# design 1

--- src/rtl/sync_fifo_if.sv ---
// Handshake and status bundle between a FIFO and its producer/consumer.
// The master drives requests and write data; the slave (the FIFO) drives data and status.
interface sync_fifo_if #(
  parameter int DATA_WIDTH = 20,
  parameter int PTR_WIDTH  = 3
);
  logic                  w_en;
  logic [DATA_WIDTH-1:0] data_in;
  logic                  r_en;
  logic [DATA_WIDTH-1:0] data_out;
  logic                  full;
  logic                  empty;
  logic                  almost_full;
  logic                  almost_empty;
  logic [PTR_WIDTH:0]    count;
  logic                  overflow;
  logic                  underflow;

  modport master (
    output w_en, data_in, r_en,
    input  data_out, full, empty, almost_full, almost_empty, count, overflow, underflow
  );

  modport slave (
    input  w_en, data_in, r_en,
    output data_out, full, empty, almost_full, almost_empty, count, overflow, underflow
  );
endinterface

--- src/rtl/sync_fifo.sv ---
// Single-clock FIFO with registered status, sticky error flags and selectable
// registered-read or first-word-fall-through output.
module sync_fifo #(
  parameter int DEPTH      = 8,
  parameter int DATA_WIDTH = 20,
  parameter int PTR_WIDTH  = 3,
  parameter int AF_LEVEL   = 6,
  parameter int AE_LEVEL   = 2,
  parameter int FWFT       = 0
) (
  input  logic        clk,
  input  logic        rst,
  sync_fifo_if.slave  bus
);

  localparam int CW = PTR_WIDTH + 1;

  logic [DATA_WIDTH-1:0] mem_r [DEPTH];
  logic [PTR_WIDTH:0]    wr_ptr_r, rd_ptr_r, count_r;
  logic [PTR_WIDTH:0]    wr_ptr_nxt_s, rd_ptr_nxt_s, count_nxt_s;
  logic [PTR_WIDTH-1:0]  wr_addr_s, rd_addr_s;
  logic                  wr_ok_s, rd_ok_s, full_nxt_s, empty_nxt_s;
  logic                  full_r, empty_r, af_r, ae_r, ovf_r, udf_r;

  assign wr_addr_s = wr_ptr_r[PTR_WIDTH-1:0];
  assign rd_addr_s = rd_ptr_r[PTR_WIDTH-1:0];

  // Accepted requests and the post-edge pointer/status they produce
  always_comb begin
    wr_ok_s      = bus.w_en & ~full_r;
    rd_ok_s      = bus.r_en & ~empty_r;
    wr_ptr_nxt_s = wr_ptr_r + {{PTR_WIDTH{1'b0}}, wr_ok_s};
    rd_ptr_nxt_s = rd_ptr_r + {{PTR_WIDTH{1'b0}}, rd_ok_s};
    count_nxt_s  = wr_ptr_nxt_s - rd_ptr_nxt_s;
    empty_nxt_s  = (wr_ptr_nxt_s == rd_ptr_nxt_s);
    full_nxt_s   = (wr_ptr_nxt_s[PTR_WIDTH] != rd_ptr_nxt_s[PTR_WIDTH]) &&
                   (wr_ptr_nxt_s[PTR_WIDTH-1:0] == rd_ptr_nxt_s[PTR_WIDTH-1:0]);
  end

  // Pointers, occupancy and flags; error flags are sticky until reset
  always_ff @(posedge clk or posedge rst) begin
    if (rst) begin
      wr_ptr_r <= {CW{1'b0}};
      rd_ptr_r <= {CW{1'b0}};
      count_r  <= {CW{1'b0}};
      full_r   <= 1'b0;
      empty_r  <= 1'b1;
      af_r     <= 1'b0;
      ae_r     <= 1'b1;
      ovf_r    <= 1'b0;
      udf_r    <= 1'b0;
    end else begin
      wr_ptr_r <= wr_ptr_nxt_s;
      rd_ptr_r <= rd_ptr_nxt_s;
      count_r  <= count_nxt_s;
      full_r   <= full_nxt_s;
      empty_r  <= empty_nxt_s;
      af_r     <= (count_nxt_s >= CW'(AF_LEVEL));
      ae_r     <= (count_nxt_s <= CW'(AE_LEVEL));
      ovf_r    <= ovf_r | (bus.w_en & full_r);
      udf_r    <= udf_r | (bus.r_en & empty_r);
    end
  end

  // Storage array; deliberately not reset, every entry is written before it is read
  always_ff @(posedge clk) begin
    if (wr_ok_s) begin
      mem_r[wr_addr_s] <= bus.data_in;
    end
  end

  generate
    if (FWFT != 0) begin : g_fwft
      assign bus.data_out = mem_r[rd_addr_s];
    end else begin : g_reg
      logic [DATA_WIDTH-1:0] dout_r;

      // Head word captured on the edge that accepts a read, held otherwise
      always_ff @(posedge clk or posedge rst) begin
        if (rst) begin
          dout_r <= {DATA_WIDTH{1'b0}};
        end else if (rd_ok_s) begin
          dout_r <= mem_r[rd_addr_s];
        end
      end

      assign bus.data_out = dout_r;
    end
  endgenerate

  assign bus.full         = full_r;
  assign bus.empty        = empty_r;
  assign bus.almost_full  = af_r;
  assign bus.almost_empty = ae_r;
  assign bus.count        = count_r;
  assign bus.overflow     = ovf_r;
  assign bus.underflow    = udf_r;

endmodule

--- src/flat_wrapper.sv ---
// flat-port wrapper written by rule: the top's interface ports become plain ports
module sync_fifo_flat 
#(
  parameter int DEPTH      = 8,
  parameter int DATA_WIDTH = 20,
  parameter int PTR_WIDTH  = 3,
  parameter int AF_LEVEL   = 6,
  parameter int AE_LEVEL   = 2,
  parameter int FWFT       = 0
)
  (clk, rst, bus_w_en, bus_data_in, bus_r_en, bus_data_out, bus_full, bus_empty, bus_almost_full, bus_almost_empty, bus_count, bus_overflow, bus_underflow);
  sync_fifo_if #(.DATA_WIDTH(DATA_WIDTH), .PTR_WIDTH(PTR_WIDTH)) bus_i ();
  input  logic clk;
  input  logic rst;
  input wire logic [$bits(bus_i.w_en)-1:0] bus_w_en;
  input wire logic [$bits(bus_i.data_in)-1:0] bus_data_in;
  input wire logic [$bits(bus_i.r_en)-1:0] bus_r_en;
  output wire logic [$bits(bus_i.data_out)-1:0] bus_data_out;
  output wire logic [$bits(bus_i.full)-1:0] bus_full;
  output wire logic [$bits(bus_i.empty)-1:0] bus_empty;
  output wire logic [$bits(bus_i.almost_full)-1:0] bus_almost_full;
  output wire logic [$bits(bus_i.almost_empty)-1:0] bus_almost_empty;
  output wire logic [$bits(bus_i.count)-1:0] bus_count;
  output wire logic [$bits(bus_i.overflow)-1:0] bus_overflow;
  output wire logic [$bits(bus_i.underflow)-1:0] bus_underflow;
  assign bus_i.w_en = bus_w_en;
  assign bus_i.data_in = bus_data_in;
  assign bus_i.r_en = bus_r_en;
  assign bus_data_out = bus_i.data_out;
  assign bus_full = bus_i.full;
  assign bus_empty = bus_i.empty;
  assign bus_almost_full = bus_i.almost_full;
  assign bus_almost_empty = bus_i.almost_empty;
  assign bus_count = bus_i.count;
  assign bus_overflow = bus_i.overflow;
  assign bus_underflow = bus_i.underflow;
  sync_fifo #(.DEPTH(DEPTH), .DATA_WIDTH(DATA_WIDTH), .PTR_WIDTH(PTR_WIDTH), .AF_LEVEL(AF_LEVEL), .AE_LEVEL(AE_LEVEL), .FWFT(FWFT)) u_core (.clk(clk), .rst(rst), .bus(bus_i));
endmodule
--- config.mk ---
export PLATFORM = sky130hd
export DESIGN_NAME = sync_fifo_flat
export DESIGN_NICKNAME = d
export VERILOG_FILES = /design/src/rtl/sync_fifo_if.sv /design/src/rtl/sync_fifo.sv /design/src/flat_wrapper.sv
export SDC_FILE = /design/constraint.sdc
export NUM_CORES = 1
export LEC_CHECK = 0
export CAP_MARGIN = 20
export CORE_MARGIN = 4
export CORE_UTILIZATION = 40
export CTS_CLUSTER_DIAMETER = 120
export DETAILED_ROUTE_END_ITERATION = 8
export SLEW_MARGIN = 20
export SYNTH_ARGS = -nofsm -noshare
export SYNTH_HDL_FRONTEND = slang
export SYNTH_SLANG_ARGS = --single-unit
export TNS_END_PERCENT = 50
--- constraint.sdc ---
create_clock -name clk -period 2.67 [get_ports clk]
set_input_delay 0.534 -clock clk [delete_from_list [all_inputs] [get_ports clk]]
set_output_delay 0.534 -clock clk [all_outputs]
set_load 0.005 [all_outputs]
# design 2

`src/rtl/trace_collector_pkg.sv`:
```
`default_nettype none
// ============================================================================
// Module  : trace_collector_pkg
// Brief   : Record layout, marker value and record-kind encoding shared by
//           the trace collector and its FIFO user.
// Revision: 1.0 - initial release
// ============================================================================
package trace_collector_pkg;

    localparam int c_SKIP_W    = 32;
    localparam int c_INSTR_W   = 32;
    localparam int c_SKIP_LSB  = 0;
    localparam int c_INSTR_LSB = c_SKIP_LSB + c_SKIP_W;
    localparam int c_PC_LSB    = c_INSTR_LSB + c_INSTR_W;

    localparam logic [c_INSTR_W-1:0] c_MARKER_INSTR = 32'h0;
    localparam logic [c_SKIP_W-1:0]  c_SKIP_MAX     = '1;
    localparam logic [31:0]          c_LOST_MAX     = '1;

    typedef enum logic [1:0] {
        REC_NONE   = 2'd0,
        REC_KEPT   = 2'd1,
        REC_MARKER = 2'd2
    } rec_kind_e;

    function automatic int rec_width(input int pc_width);
        return pc_width + c_PC_LSB;
    endfunction

endpackage
`default_nettype wire

```
`src/rtl/trace_fifo.sv`:
```
`default_nettype none
// ============================================================================
// Module  : trace_fifo
// Brief   : Synchronous FIFO with level output; accepts a push while full
//           when a pop happens in the same cycle.
// Revision: 1.0 - initial release
// ============================================================================
module trace_fifo #(
    parameter int WIDTH = 8,
    parameter int DEPTH = 16
) (
    input  logic                       clk,
    input  logic                       rst,
    input  logic                       push,
    input  logic [WIDTH-1:0]           push_data,
    output logic                       push_ok,
    input  logic                       pop,
    output logic [WIDTH-1:0]           pop_data,
    output logic [$clog2(DEPTH):0]     level,
    output logic                       not_empty
);

    localparam int                c_PTR_W = $clog2(DEPTH);
    localparam int                c_LVL_W = c_PTR_W + 1;
    localparam logic [c_LVL_W-1:0] c_FULL = c_LVL_W'(DEPTH);

    logic [WIDTH-1:0]   r_mem [DEPTH];
    logic [c_PTR_W-1:0] r_wr_ptr;
    logic [c_PTR_W-1:0] r_rd_ptr;
    logic [c_LVL_W-1:0] r_level;

    logic w_do_pop;
    logic w_full;

    assign w_do_pop  = pop && (r_level != '0);
    assign w_full    = (r_level == c_FULL);
    assign push_ok   = push && (!w_full || w_do_pop);
    assign pop_data  = r_mem[r_rd_ptr];
    assign level     = r_level;
    assign not_empty = (r_level != '0);

    // Power-of-two depth lets the pointers wrap by natural overflow.
    always_ff @(posedge clk or posedge rst) begin
        if (rst) begin
            r_wr_ptr <= '0;
            r_rd_ptr <= '0;
            r_level  <= '0;
        end else begin
            if (push_ok)  r_wr_ptr <= r_wr_ptr + 1'b1;
            if (w_do_pop) r_rd_ptr <= r_rd_ptr + 1'b1;
            case ({push_ok, w_do_pop})
                2'b10:   r_level <= r_level + 1'b1;
                2'b01:   r_level <= r_level - 1'b1;
                default: r_level <= r_level;
            endcase
        end
    end

    always_ff @(posedge clk) begin
        if (push_ok) r_mem[r_wr_ptr] <= push_data;
    end

endmodule
`default_nettype wire

```
`src/rtl/trace_collector.sv`:
```
`default_nettype none
// ============================================================================
// Module  : trace_collector
// Brief   : Compresses a retired-instruction stream into {pc, instr, skip}
//           records (kept events and flush markers) buffered in a FIFO.
// Revision: 1.0 - initial release
// ============================================================================
module trace_collector
    import trace_collector_pkg::*;
#(
    parameter int DEPTH    = 16,
    parameter int PC_WIDTH = 64
) (
    input  logic                      clk,
    input  logic                      rst,
    input  logic                      en,
    input  logic                      in_valid,
    input  logic [PC_WIDTH-1:0]       in_pc,
    input  logic [31:0]               in_instr,
    input  logic                      drop_instr,
    input  logic                      flush,
    output logic                      out_valid,
    input  logic                      out_ready,
    output logic [PC_WIDTH+63:0]      out_data,
    output logic                      overflow,
    output logic [31:0]               lost_count,
    output logic [$clog2(DEPTH):0]    fifo_level
);

    localparam int c_REC_W = rec_width(PC_WIDTH);

    rec_kind_e            w_kind;
    logic                 w_dropped;
    logic                 w_push;
    logic                 w_push_ok;
    logic                 w_pop;
    logic [c_REC_W-1:0]   w_rec;
    logic [c_SKIP_W-1:0]  w_skip_next;

    logic [c_SKIP_W-1:0]  r_skip_count;
    logic                 r_overflow;
    logic [31:0]          r_lost_count;

    // A kept instruction always wins over a flush in the same cycle.
    always_comb begin
        w_kind = REC_NONE;
        if (en && in_valid && !drop_instr) begin
            w_kind = REC_KEPT;
        end else if (en && flush) begin
            w_kind = REC_MARKER;
        end
    end

    assign w_dropped = en && in_valid && drop_instr;
    assign w_push    = (w_kind != REC_NONE);
    assign w_pop     = out_valid && out_ready;

    always_comb begin
        w_rec = '0;
        w_rec[c_SKIP_LSB +: c_SKIP_W] = r_skip_count;
        if (w_kind == REC_KEPT) begin
            w_rec[c_INSTR_LSB +: c_INSTR_W] = in_instr;
            w_rec[c_PC_LSB +: PC_WIDTH]     = in_pc;
        end else begin
            w_rec[c_INSTR_LSB +: c_INSTR_W] = c_MARKER_INSTR;
        end
    end

    // A record consumes the count even if the FIFO rejects it; a drop that
    // coincides with a flush starts the next run at one.
    always_comb begin
        w_skip_next = r_skip_count;
        if (w_push) begin
            w_skip_next = w_dropped ? c_SKIP_W'(1) : '0;
        end else if (w_dropped && (r_skip_count != c_SKIP_MAX)) begin
            w_skip_next = r_skip_count + 1'b1;
        end
    end

    always_ff @(posedge clk or posedge rst) begin
        if (rst) begin
            r_skip_count <= '0;
            r_overflow   <= 1'b0;
            r_lost_count <= '0;
        end else begin
            r_skip_count <= w_skip_next;
            if (w_push && !w_push_ok) begin
                r_overflow <= 1'b1;
                if (r_lost_count != c_LOST_MAX) begin
                    r_lost_count <= r_lost_count + 1'b1;
                end
            end
        end
    end

    trace_fifo #(
        .WIDTH (c_REC_W),
        .DEPTH (DEPTH)
    ) u_fifo (
        .clk       (clk),
        .rst       (rst),
        .push      (w_push),
        .push_data (w_rec),
        .push_ok   (w_push_ok),
        .pop       (w_pop),
        .pop_data  (out_data),
        .level     (fifo_level),
        .not_empty (out_valid)
    );

    assign overflow   = r_overflow;
    assign lost_count = r_lost_count;

endmodule
`default_nettype wire

```
`config.mk`:
```
export PLATFORM = sky130hd
export DESIGN_NAME = trace_collector
export DESIGN_NICKNAME = d
export VERILOG_FILES = /design/src/rtl/trace_collector_pkg.sv /design/src/rtl/trace_fifo.sv /design/src/rtl/trace_collector.sv
export SDC_FILE = /design/constraint.sdc
export NUM_CORES = 2
export LEC_CHECK = 0
export ABC_AREA = 0
export CAP_MARGIN = 20
export CORE_MARGIN = 4
export CORE_UTILIZATION = 35
export DETAILED_ROUTE_END_ITERATION = 12
export MAX_ROUTING_LAYER = met4
export SLEW_MARGIN = 20
export SYNTH_ARGS = -nofsm -noshare
export SYNTH_HDL_FRONTEND = slang
export SYNTH_SLANG_ARGS = --single-unit
```
`constraint.sdc`:
```
create_clock -name clk -period 15.1 [get_ports clk]
set_clock_uncertainty 0.05 [all_clocks]
set_input_delay 4.53 -clock clk [delete_from_list [all_inputs] [get_ports clk]]
set_output_delay 4.53 -clock clk [all_outputs]
set_load 0.01 [all_outputs]
```
# design 3

$ cat src/rtl/sha3_sponge_ctrl.sv
// SHA-3 sponge sequencer: packs byte lanes into rate blocks, applies 0x06..0x80 padding,
// hands blocks to the Keccak core and streams the digest lanes back out.
module sha3_sponge_ctrl #(
  parameter int WIDTH      = 64,
  parameter int RATE_LANES = 17,
  parameter int OUT_LANES  = 4
) (
  input  logic                          clk,
  input  logic                          nrst,
  input  logic [WIDTH-1:0]              in_data,
  input  logic [3:0]                    in_bytes,
  input  logic                          in_last,
  input  logic                          in_valid,
  output logic                          in_ready,
  output logic [RATE_LANES*WIDTH-1:0]   blk_data,
  output logic                          blk_last,
  output logic                          blk_valid,
  input  logic                          blk_ready,
  input  logic                          core_done,
  input  logic [OUT_LANES*WIDTH-1:0]    core_state,
  output logic [WIDTH-1:0]              dig_data,
  output logic                          dig_last,
  output logic                          dig_valid,
  input  logic                          dig_ready,
  output logic                          busy
);

  localparam int LANE_BYTES = WIDTH / 8;
  localparam int LCW        = $clog2(RATE_LANES + 1);
  localparam int BYW        = (LANE_BYTES > 1) ? $clog2(LANE_BYTES) : 1;
  localparam int DCW        = (OUT_LANES > 1) ? $clog2(OUT_LANES) : 1;

  localparam logic [LCW-1:0] LAST_LANE  = LCW'(RATE_LANES - 1);
  localparam logic [DCW-1:0] LAST_DIG   = DCW'(OUT_LANES - 1);
  localparam logic [3:0]     FULL_BYTES = 4'(LANE_BYTES);

  typedef enum logic [2:0] {
    S_IDLE,
    S_FILL,
    S_PAD,
    S_ISSUE,
    S_WAIT,
    S_SQUEEZE
  } state_e;

  state_e           state_q, state_d;
  logic [LCW-1:0]   lane_cnt_q, lane_cnt_d;
  logic [WIDTH-1:0] buf_q [RATE_LANES];
  logic [WIDTH-1:0] buf_d [RATE_LANES];
  logic             pad_pending_q, pad_pending_d;
  logic [LCW-1:0]   pad_lane_q, pad_lane_d;
  logic [BYW-1:0]   pad_byte_q, pad_byte_d;
  logic             blk_last_q, blk_last_d;
  logic [WIDTH-1:0] dig_q [OUT_LANES];
  logic [WIDTH-1:0] dig_d [OUT_LANES];
  logic [DCW-1:0]   dig_cnt_q, dig_cnt_d;

  logic [3:0]       bytes_eff;
  logic [WIDTH-1:0] in_masked;
  logic             in_fire;

  // Byte count only matters on the last word; anything above a full lane saturates.
  always_comb begin
    bytes_eff = FULL_BYTES;
    if (in_last && (in_bytes < FULL_BYTES)) begin
      bytes_eff = in_bytes;
    end
    in_masked = '0;
    for (int b = 0; b < LANE_BYTES; b++) begin
      if (b < int'(bytes_eff)) begin
        in_masked[b*8 +: 8] = in_data[b*8 +: 8];
      end
    end
  end

  assign in_ready = (state_q == S_IDLE) || (state_q == S_FILL);
  assign in_fire  = in_valid && in_ready;

  always_comb begin
    state_d       = state_q;
    lane_cnt_d    = lane_cnt_q;
    buf_d         = buf_q;
    pad_pending_d = pad_pending_q;
    pad_lane_d    = pad_lane_q;
    pad_byte_d    = pad_byte_q;
    blk_last_d    = blk_last_q;
    dig_d         = dig_q;
    dig_cnt_d     = dig_cnt_q;

    case (state_q)
      S_IDLE, S_FILL: begin
        if (in_fire) begin
          buf_d[lane_cnt_q] = in_masked;
          lane_cnt_d        = lane_cnt_q + LCW'(1);
          if (in_last) begin
            if (bytes_eff == FULL_BYTES) begin
              // A full final lane pushes the pad marker to the next lane, or to a fresh block.
              if (lane_cnt_q == LAST_LANE) begin
                pad_pending_d = 1'b1;
                pad_lane_d    = '0;
                pad_byte_d    = '0;
                blk_last_d    = 1'b0;
                state_d       = S_ISSUE;
              end else begin
                pad_lane_d = lane_cnt_q + LCW'(1);
                pad_byte_d = '0;
                state_d    = S_PAD;
              end
            end else begin
              pad_lane_d = lane_cnt_q;
              pad_byte_d = BYW'(bytes_eff);
              state_d    = S_PAD;
            end
          end else if (lane_cnt_q == LAST_LANE) begin
            blk_last_d = 1'b0;
            state_d    = S_ISSUE;
          end else begin
            state_d = S_FILL;
          end
        end
      end

      S_PAD: begin
        buf_d[pad_lane_q][int'(pad_byte_q)*8 +: 8] =
          buf_q[pad_lane_q][int'(pad_byte_q)*8 +: 8] | 8'h06;
        buf_d[RATE_LANES-1][WIDTH-1 -: 8] = buf_d[RATE_LANES-1][WIDTH-1 -: 8] | 8'h80;
        blk_last_d    = 1'b1;
        pad_pending_d = 1'b0;
        state_d       = S_ISSUE;
      end

      S_ISSUE: begin
        if (blk_ready) begin
          for (int i = 0; i < RATE_LANES; i++) begin
            buf_d[i] = '0;
          end
          lane_cnt_d = '0;
          blk_last_d = 1'b0;
          if (pad_pending_q) begin
            state_d = S_PAD;
          end else if (blk_last_q) begin
            state_d = S_WAIT;
          end else begin
            state_d = S_FILL;
          end
        end
      end

      S_WAIT: begin
        if (core_done) begin
          for (int k = 0; k < OUT_LANES; k++) begin
            dig_d[k] = core_state[k*WIDTH +: WIDTH];
          end
          dig_cnt_d = '0;
          state_d   = S_SQUEEZE;
        end
      end

      S_SQUEEZE: begin
        if (dig_ready) begin
          if (dig_cnt_q == LAST_DIG) begin
            state_d = S_IDLE;
          end else begin
            dig_cnt_d = dig_cnt_q + DCW'(1);
          end
        end
      end

      default: begin
        state_d = S_IDLE;
      end
    endcase
  end

  always_ff @(posedge clk or negedge nrst) begin
    if (!nrst) begin
      state_q       <= S_IDLE;
      lane_cnt_q    <= '0;
      pad_pending_q <= 1'b0;
      pad_lane_q    <= '0;
      pad_byte_q    <= '0;
      blk_last_q    <= 1'b0;
      dig_cnt_q     <= '0;
      for (int i = 0; i < RATE_LANES; i++) begin
        buf_q[i] <= '0;
      end
      for (int k = 0; k < OUT_LANES; k++) begin
        dig_q[k] <= '0;
      end
    end else begin
      state_q       <= state_d;
      lane_cnt_q    <= lane_cnt_d;
      pad_pending_q <= pad_pending_d;
      pad_lane_q    <= pad_lane_d;
      pad_byte_q    <= pad_byte_d;
      blk_last_q    <= blk_last_d;
      dig_cnt_q     <= dig_cnt_d;
      buf_q         <= buf_d;
      dig_q         <= dig_d;
    end
  end

  for (genvar i = 0; i < RATE_LANES; i++) begin : g_blk
    assign blk_data[i*WIDTH +: WIDTH] = buf_q[i];
  end

  assign blk_last  = blk_last_q;
  assign blk_valid = (state_q == S_ISSUE);
  assign dig_valid = (state_q == S_SQUEEZE);
  assign dig_last  = dig_valid && (dig_cnt_q == LAST_DIG);
  assign dig_data  = dig_q[dig_cnt_q];
  assign busy      = (state_q != S_IDLE);

endmodule

$ cat config.mk
export PLATFORM = sky130hd
export DESIGN_NAME = sha3_sponge_ctrl
export DESIGN_NICKNAME = d
export VERILOG_FILES = /design/src/rtl/sha3_sponge_ctrl.sv
export SDC_FILE = /design/constraint.sdc
export NUM_CORES = 2
export LEC_CHECK = 0
export ABC_AREA = 1
export ABC_CLOCK_PERIOD_IN_PS = 5900
export CORE_AREA = 8 8 578 580
export CTS_CLUSTER_DIAMETER = 30
export DETAILED_ROUTE_END_ITERATION = 8
export DIE_AREA = 0 0 586 588
export PLACE_DENSITY = 0.45
export REMOVE_ABC_BUFFERS = 1
export SYNTH_ARGS = -nofsm -noshare
export SYNTH_HDL_FRONTEND = slang
export SYNTH_SLANG_ARGS = --single-unit
$ cat constraint.sdc
create_clock -name clk -period 5.9 [get_ports clk]
set_input_delay 1.77 -clock clk [delete_from_list [all_inputs] [get_ports clk]]
set_output_delay 1.77 -clock clk [all_outputs]
set_load 0.01 [all_outputs]
### Port wiring, design 3

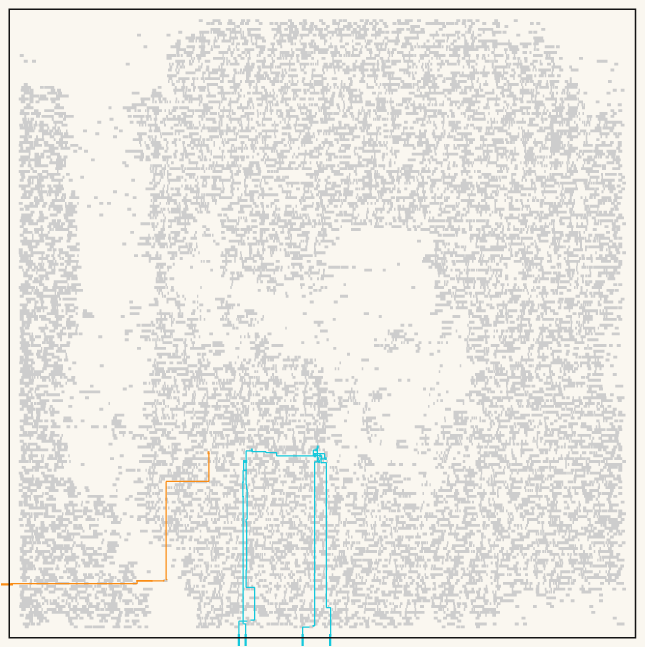
`blk_ready` -> orange  # bits 1, direction input, edge left, end cells 1, buffers 1, wire 307 microns
`in_bytes` -> cyan  # bits 4, direction input, edge bottom, end cells 10, buffers 4, wire 844 microns
# IOs: 1489
Port Buffer Count: 1488

==> ci_impl_report.md, design 3 <==
## PnR job results

| Metric | Value |
|---|---|
| Routed WL per cell | 35.9 microns |
| DR iter-0 viols | around 13000 |
| Yosys Chip Area | 82000 sq um |
| Worst Setup End Kind | output port |
| Top cell excl fill/tap | nor2_1 |
| Top cells by area | dfrtp_1 (42%), nor2_1 (12%), nand2_1 (12%), a21oi_1 (11%), o21ai_0 (4.7%) |
| Hold Path Cell Cnt | 1 |
| Routing usage on met3 | 0.125 |
| DRC viols | 0 |
| Wl on met1 | 233000 microns |
| CP arrival | ~3700 ps |
| Outcome | complete, no violations |
| Met2 usage | 0.540 |
| Fin util | 0.362 |
| First-pass GRT wire length | approximately 850000 microns |
## design 3: cell type report
cell class | count | area, sq um | share of cell area
flip-flops and latches | 1364 | 34100 | 0.290
clock inverters | 181 | 2200 | 0.0187
repair buffers | 1878 | 18800 | 0.160
inverters | 501 | 1990 | 0.0169
multi-input cells | 9128 | 41700 | 0.354
diodes | 33 | 82.6 | 0.000701
well taps | 4346 | 5440 | 0.0462
clock buffers | 667 | 13400 | 0.114
## design 3: critical path: cells and delay by family (launching register included)
kind | cells | cell delay, ps
compound gates | 2 | 810
buf+inv | 2 | 1270
flops | 1 | 590
## design 3: cells by family after synthesis
| logic type | count (synthesis) | share of synthesized area |
|---|---|---|
| AND-OR/OR-AND | 2864 | 0.179 |
| XOR/XNOR | 2 | 0.000214 |
| adder cells (fa/ha/maj) | 7 | 0.00107 |
| buffers and inverters | 1497 | 0.0795 |
| flip-flops | 1364 | 0.416 |
| multiplexers | 256 | 0.0352 |
| AND/OR/NAND/NOR | 5999 | 0.288 |
## design 3: where the power goes
| group | switching, uW | internal (uW) |
|---|---|---|
| sequential | 5230 | 13800 |
| clock | 7540 | 16900 |
| combinational | 34000 | 15700 |
| total | 46800 | 46400 |
### Wiring heat map, design 2

25 x 25 tiles, from black (low) to pale yellow (high), scaled to the fullest tile. Values are wire area over tile area, all layers added.
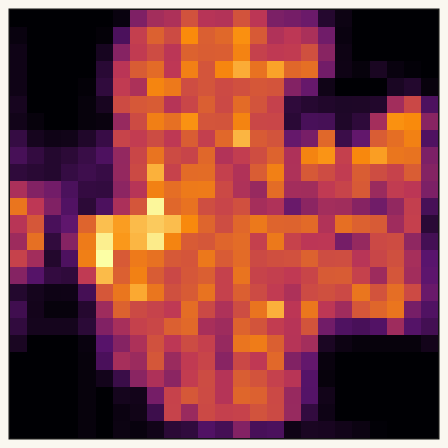
nearly empty tiles = 19%
mean over tiles = 0.13
emptiest ninth of the die = bottom left
fullest tile = 0.36
tiles over half the peak = 42%
Routed WL per cell: 28.4 microns
via count: 38000
total track usage: 0.168

==> ci_impl_report.md, design 2 <==
## PnR job results

| Metric | Value |
|---|---|
| Fin util | 0.409 |
| Yosys Chip Area | 81700 sq um |
| RR Endpoint | u_fifo.r_mem[5][105] |
| Registers, synthesis | 2126 |
| Pwr/cell area | about 180 nW/um^2 |
| Outcome | complete, no violations |
| RSZ-0062 raised after global routing | no |
| Most frequent cell after synthesis | edfxtp_1 |
| Setup Total Neg Slack | 0 ps |
| CTS Hold Bufs | 0 |
| FF-to-FF setup slack | 10960 ps |
| Fin worst setup slack | roughly 5200 ps |
| Post-synth EDFFs | roughly 2000 |
| Largest register FFs | between 2000 and 2500 |
| Initial core utilization | 0.351 |
| Number of global-route vias before repair | around 40000 |
| Top cells by area | edfxtp_1 (75%), mux4_2 (17%), dfrtp_1 (2.4%), and3_1 (0.84%), clkbuf_1 (0.54%) |
| Synth warn | 0 |
| Dpl ws | about 5700 ps |
| Hold Path Cell Cnt | 1 |
| Slew @ Worst Pin | between 1000 and 1500 ps |
| Post-CTS Resized | 0 |
| Peak supply drop | 0.187 mV |
| Post-Syn Area | ~82000 sq um |
| Slew margin rel. | 0.221 |
| CP bufs+invs | 3 |
| Num rows | ~180 |
| Overall power | around 17000 uW |
[design 2: cells in the final DEF, fill, tap and decap left out, drive strengths merged, types with 14 or more instances in the layout]
cell type      instances
buf                   83
mux4                 627
clkdlybuf4s50        268
dfrtp                 78
clkbuf               261
a21oi                 32
and3                 110
nor2                  33
nand2                 38
xor2                  19
nor2b                 16
nand3                 29
nand4                 36
bufinv                14
xnor2                 34
a211oi                15
clkinv               105
edfxtp              2048
inv                   14
[design 2: power by group]
group          leakage [uW]  internal (uW)  switching, uW
sequential           0.0200           6800            225
clock               0.00330           2880           2230
combinational       0.00685           2470           2470
total                0.0302          12100           4930
[design 2: per-layer routing]
layer  vias to the layer above  part of all wire  wire (microns)
met3                       268             0.067           13400
met1                     20800              0.43           86000
met2                      1331              0.48           96600
met5                         -                 0               0
met4                         0             0.019            3840
li1                      15600                 -               -
[design 2: final cells by class]
class	count	area (sq um)
Fill cell	20000	137000
Timing Repair Buffer	351	3460
Sequential cell	2126	63500
Multi-Input combinational cell	1114	17500
Inverter	10	38.8
Tap cell	3043	3810
Clock inverter	129	1190
Clock buffer	261	5600
Antenna cell	7	17.5
### Wiring heat map, design 1

29 x 29 tiles, from black (low) to pale yellow (high), scaled to the fullest tile. Values are wire area over tile area, all layers added.
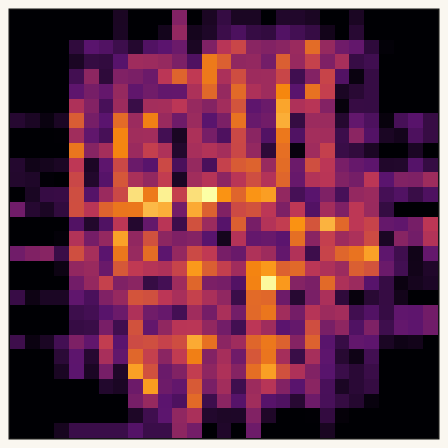
fullest tile = 0.37
nearly empty tiles = 22%
tiles over half the peak = 17%

==> ci_impl_report.md, design 1 <==
## PnR job results

| Metric | Value |
|---|---|
| Outcome | complete, no violations |
| Cts bufs inserted | 17 |
| WL final | 13800 microns |
| Slew @ Worst Pin | approximately 530 ps |
| Die height | approximately 150 microns |
| Clock buffer count | 17 |
| Most frequent cell after synthesis | edfxtp_1 |
| Vias per cell | 5.13 |
| Switching Fraction | 0.293 |
| HPWL Detailed | about 8300 microns |
| Top cells by area | edfxtp_1 (64%), dfrtp_1 (12%), mux4_2 (12%), mux2i_1 (2.7%), ha_1 (1.3%) |
| Top FF cell, synth | edfxtp_1 |
| Ao+oa area frac | 0.0196 |
| Logic share of the area | 0.187 |
| Max-Cap Viols | 0 |
| Via count | between 3000 and 4000 |
| Clk buf depth | 2 |
| Chip Area | about 21000 sq um |
| Hold Slack | 449 ps |
| Registers, synthesis | between 150 and 200 |
| Largest net degree at the start of global routing | a little over 40 |
| RR Endpoint | u_core.bus.almost_full |
| Slew margin rel. | 0.645 |
| Yosys Chip Area | approximately 7500 sq um |
| DRT Pass-1 Iters | 4 |
[design 1: kinds of logic (layout without fill, tap and decap cells)]
family,Yosys count,in the layout
compound gates,25,25
xor+xnor,11,11
fa+ha+maj,9,9
buf+inv,24,118
flops,198,198
mux,60,60
simple gates,42,42
[design 1: through the flow]
step	cell area, sq um	instances	setup TNS [ps]
after floorplan	7550	369	-990
after global placement	8590	660	-83.7
after detailed placement	8590	660	-364
after CTS	9170	692	0
after global routing	9170	692	0
final	9170	692	0
[design 1: per-layer routing]
metal,part of all wire,GRT usage
met5,0,0
met4,0.015,0.0489
met3,0.040,0.0308
met2,0.52,0.235
met1,0.43,0.181
[design 1: power by group through the flow]
stage               clock network, uW  registers [uW]  logic, uW
finish                           2480            4300       3460
CTS                              2550            4310       3550
global route                     2690            4370       3800
floorplan                           0            4300       2260
detailed placement                  0            4370       3540
global placement                    0            4340       3480
[design 1: worst max-delay path, cell delays in order]
cell and delay (ps):
clkdlybuf4s50_1 470, nor2b_1 250, ha_1 210, ha_1 240, nor2b_1 150, maj3_1 360, a31oi_2 210, xnor2_2 110
a21o_1 160


==> notes/layouts.md <==
Pictures saved along the way, in no particular order.

Metal 3.
Plate I
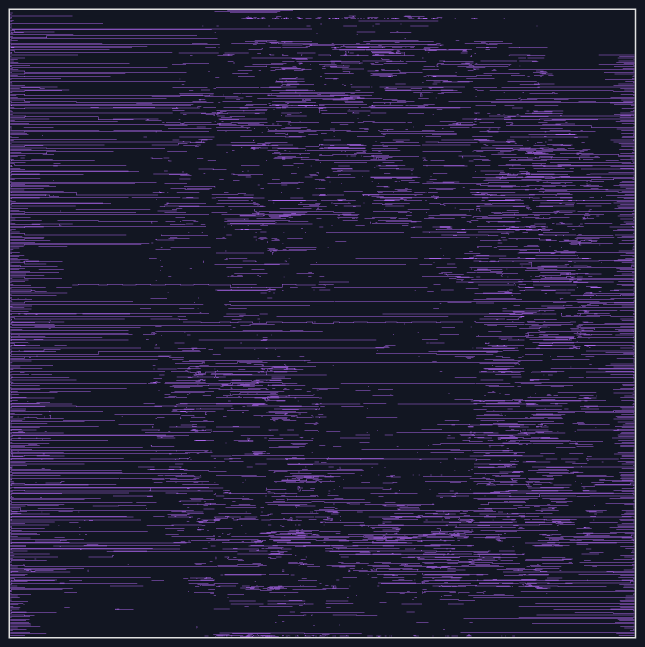
Plate II
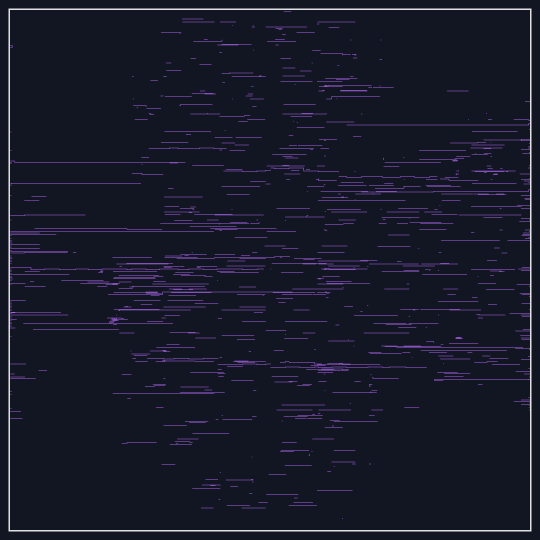
Plate III
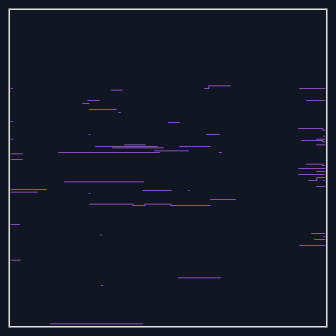
| picture | from |
|---|---|
| Plate III | design 1 |
| Plate II | design 2 |
| Plate I | design 3 |

Key to Plate I:
main direction = horizontal
wire length on this layer = 77.4 mm
longest straight run = 283 microns
share of all routed wire = 12%
nets with wire on the layer = 2096

Power and IR drop assume default switching activity.
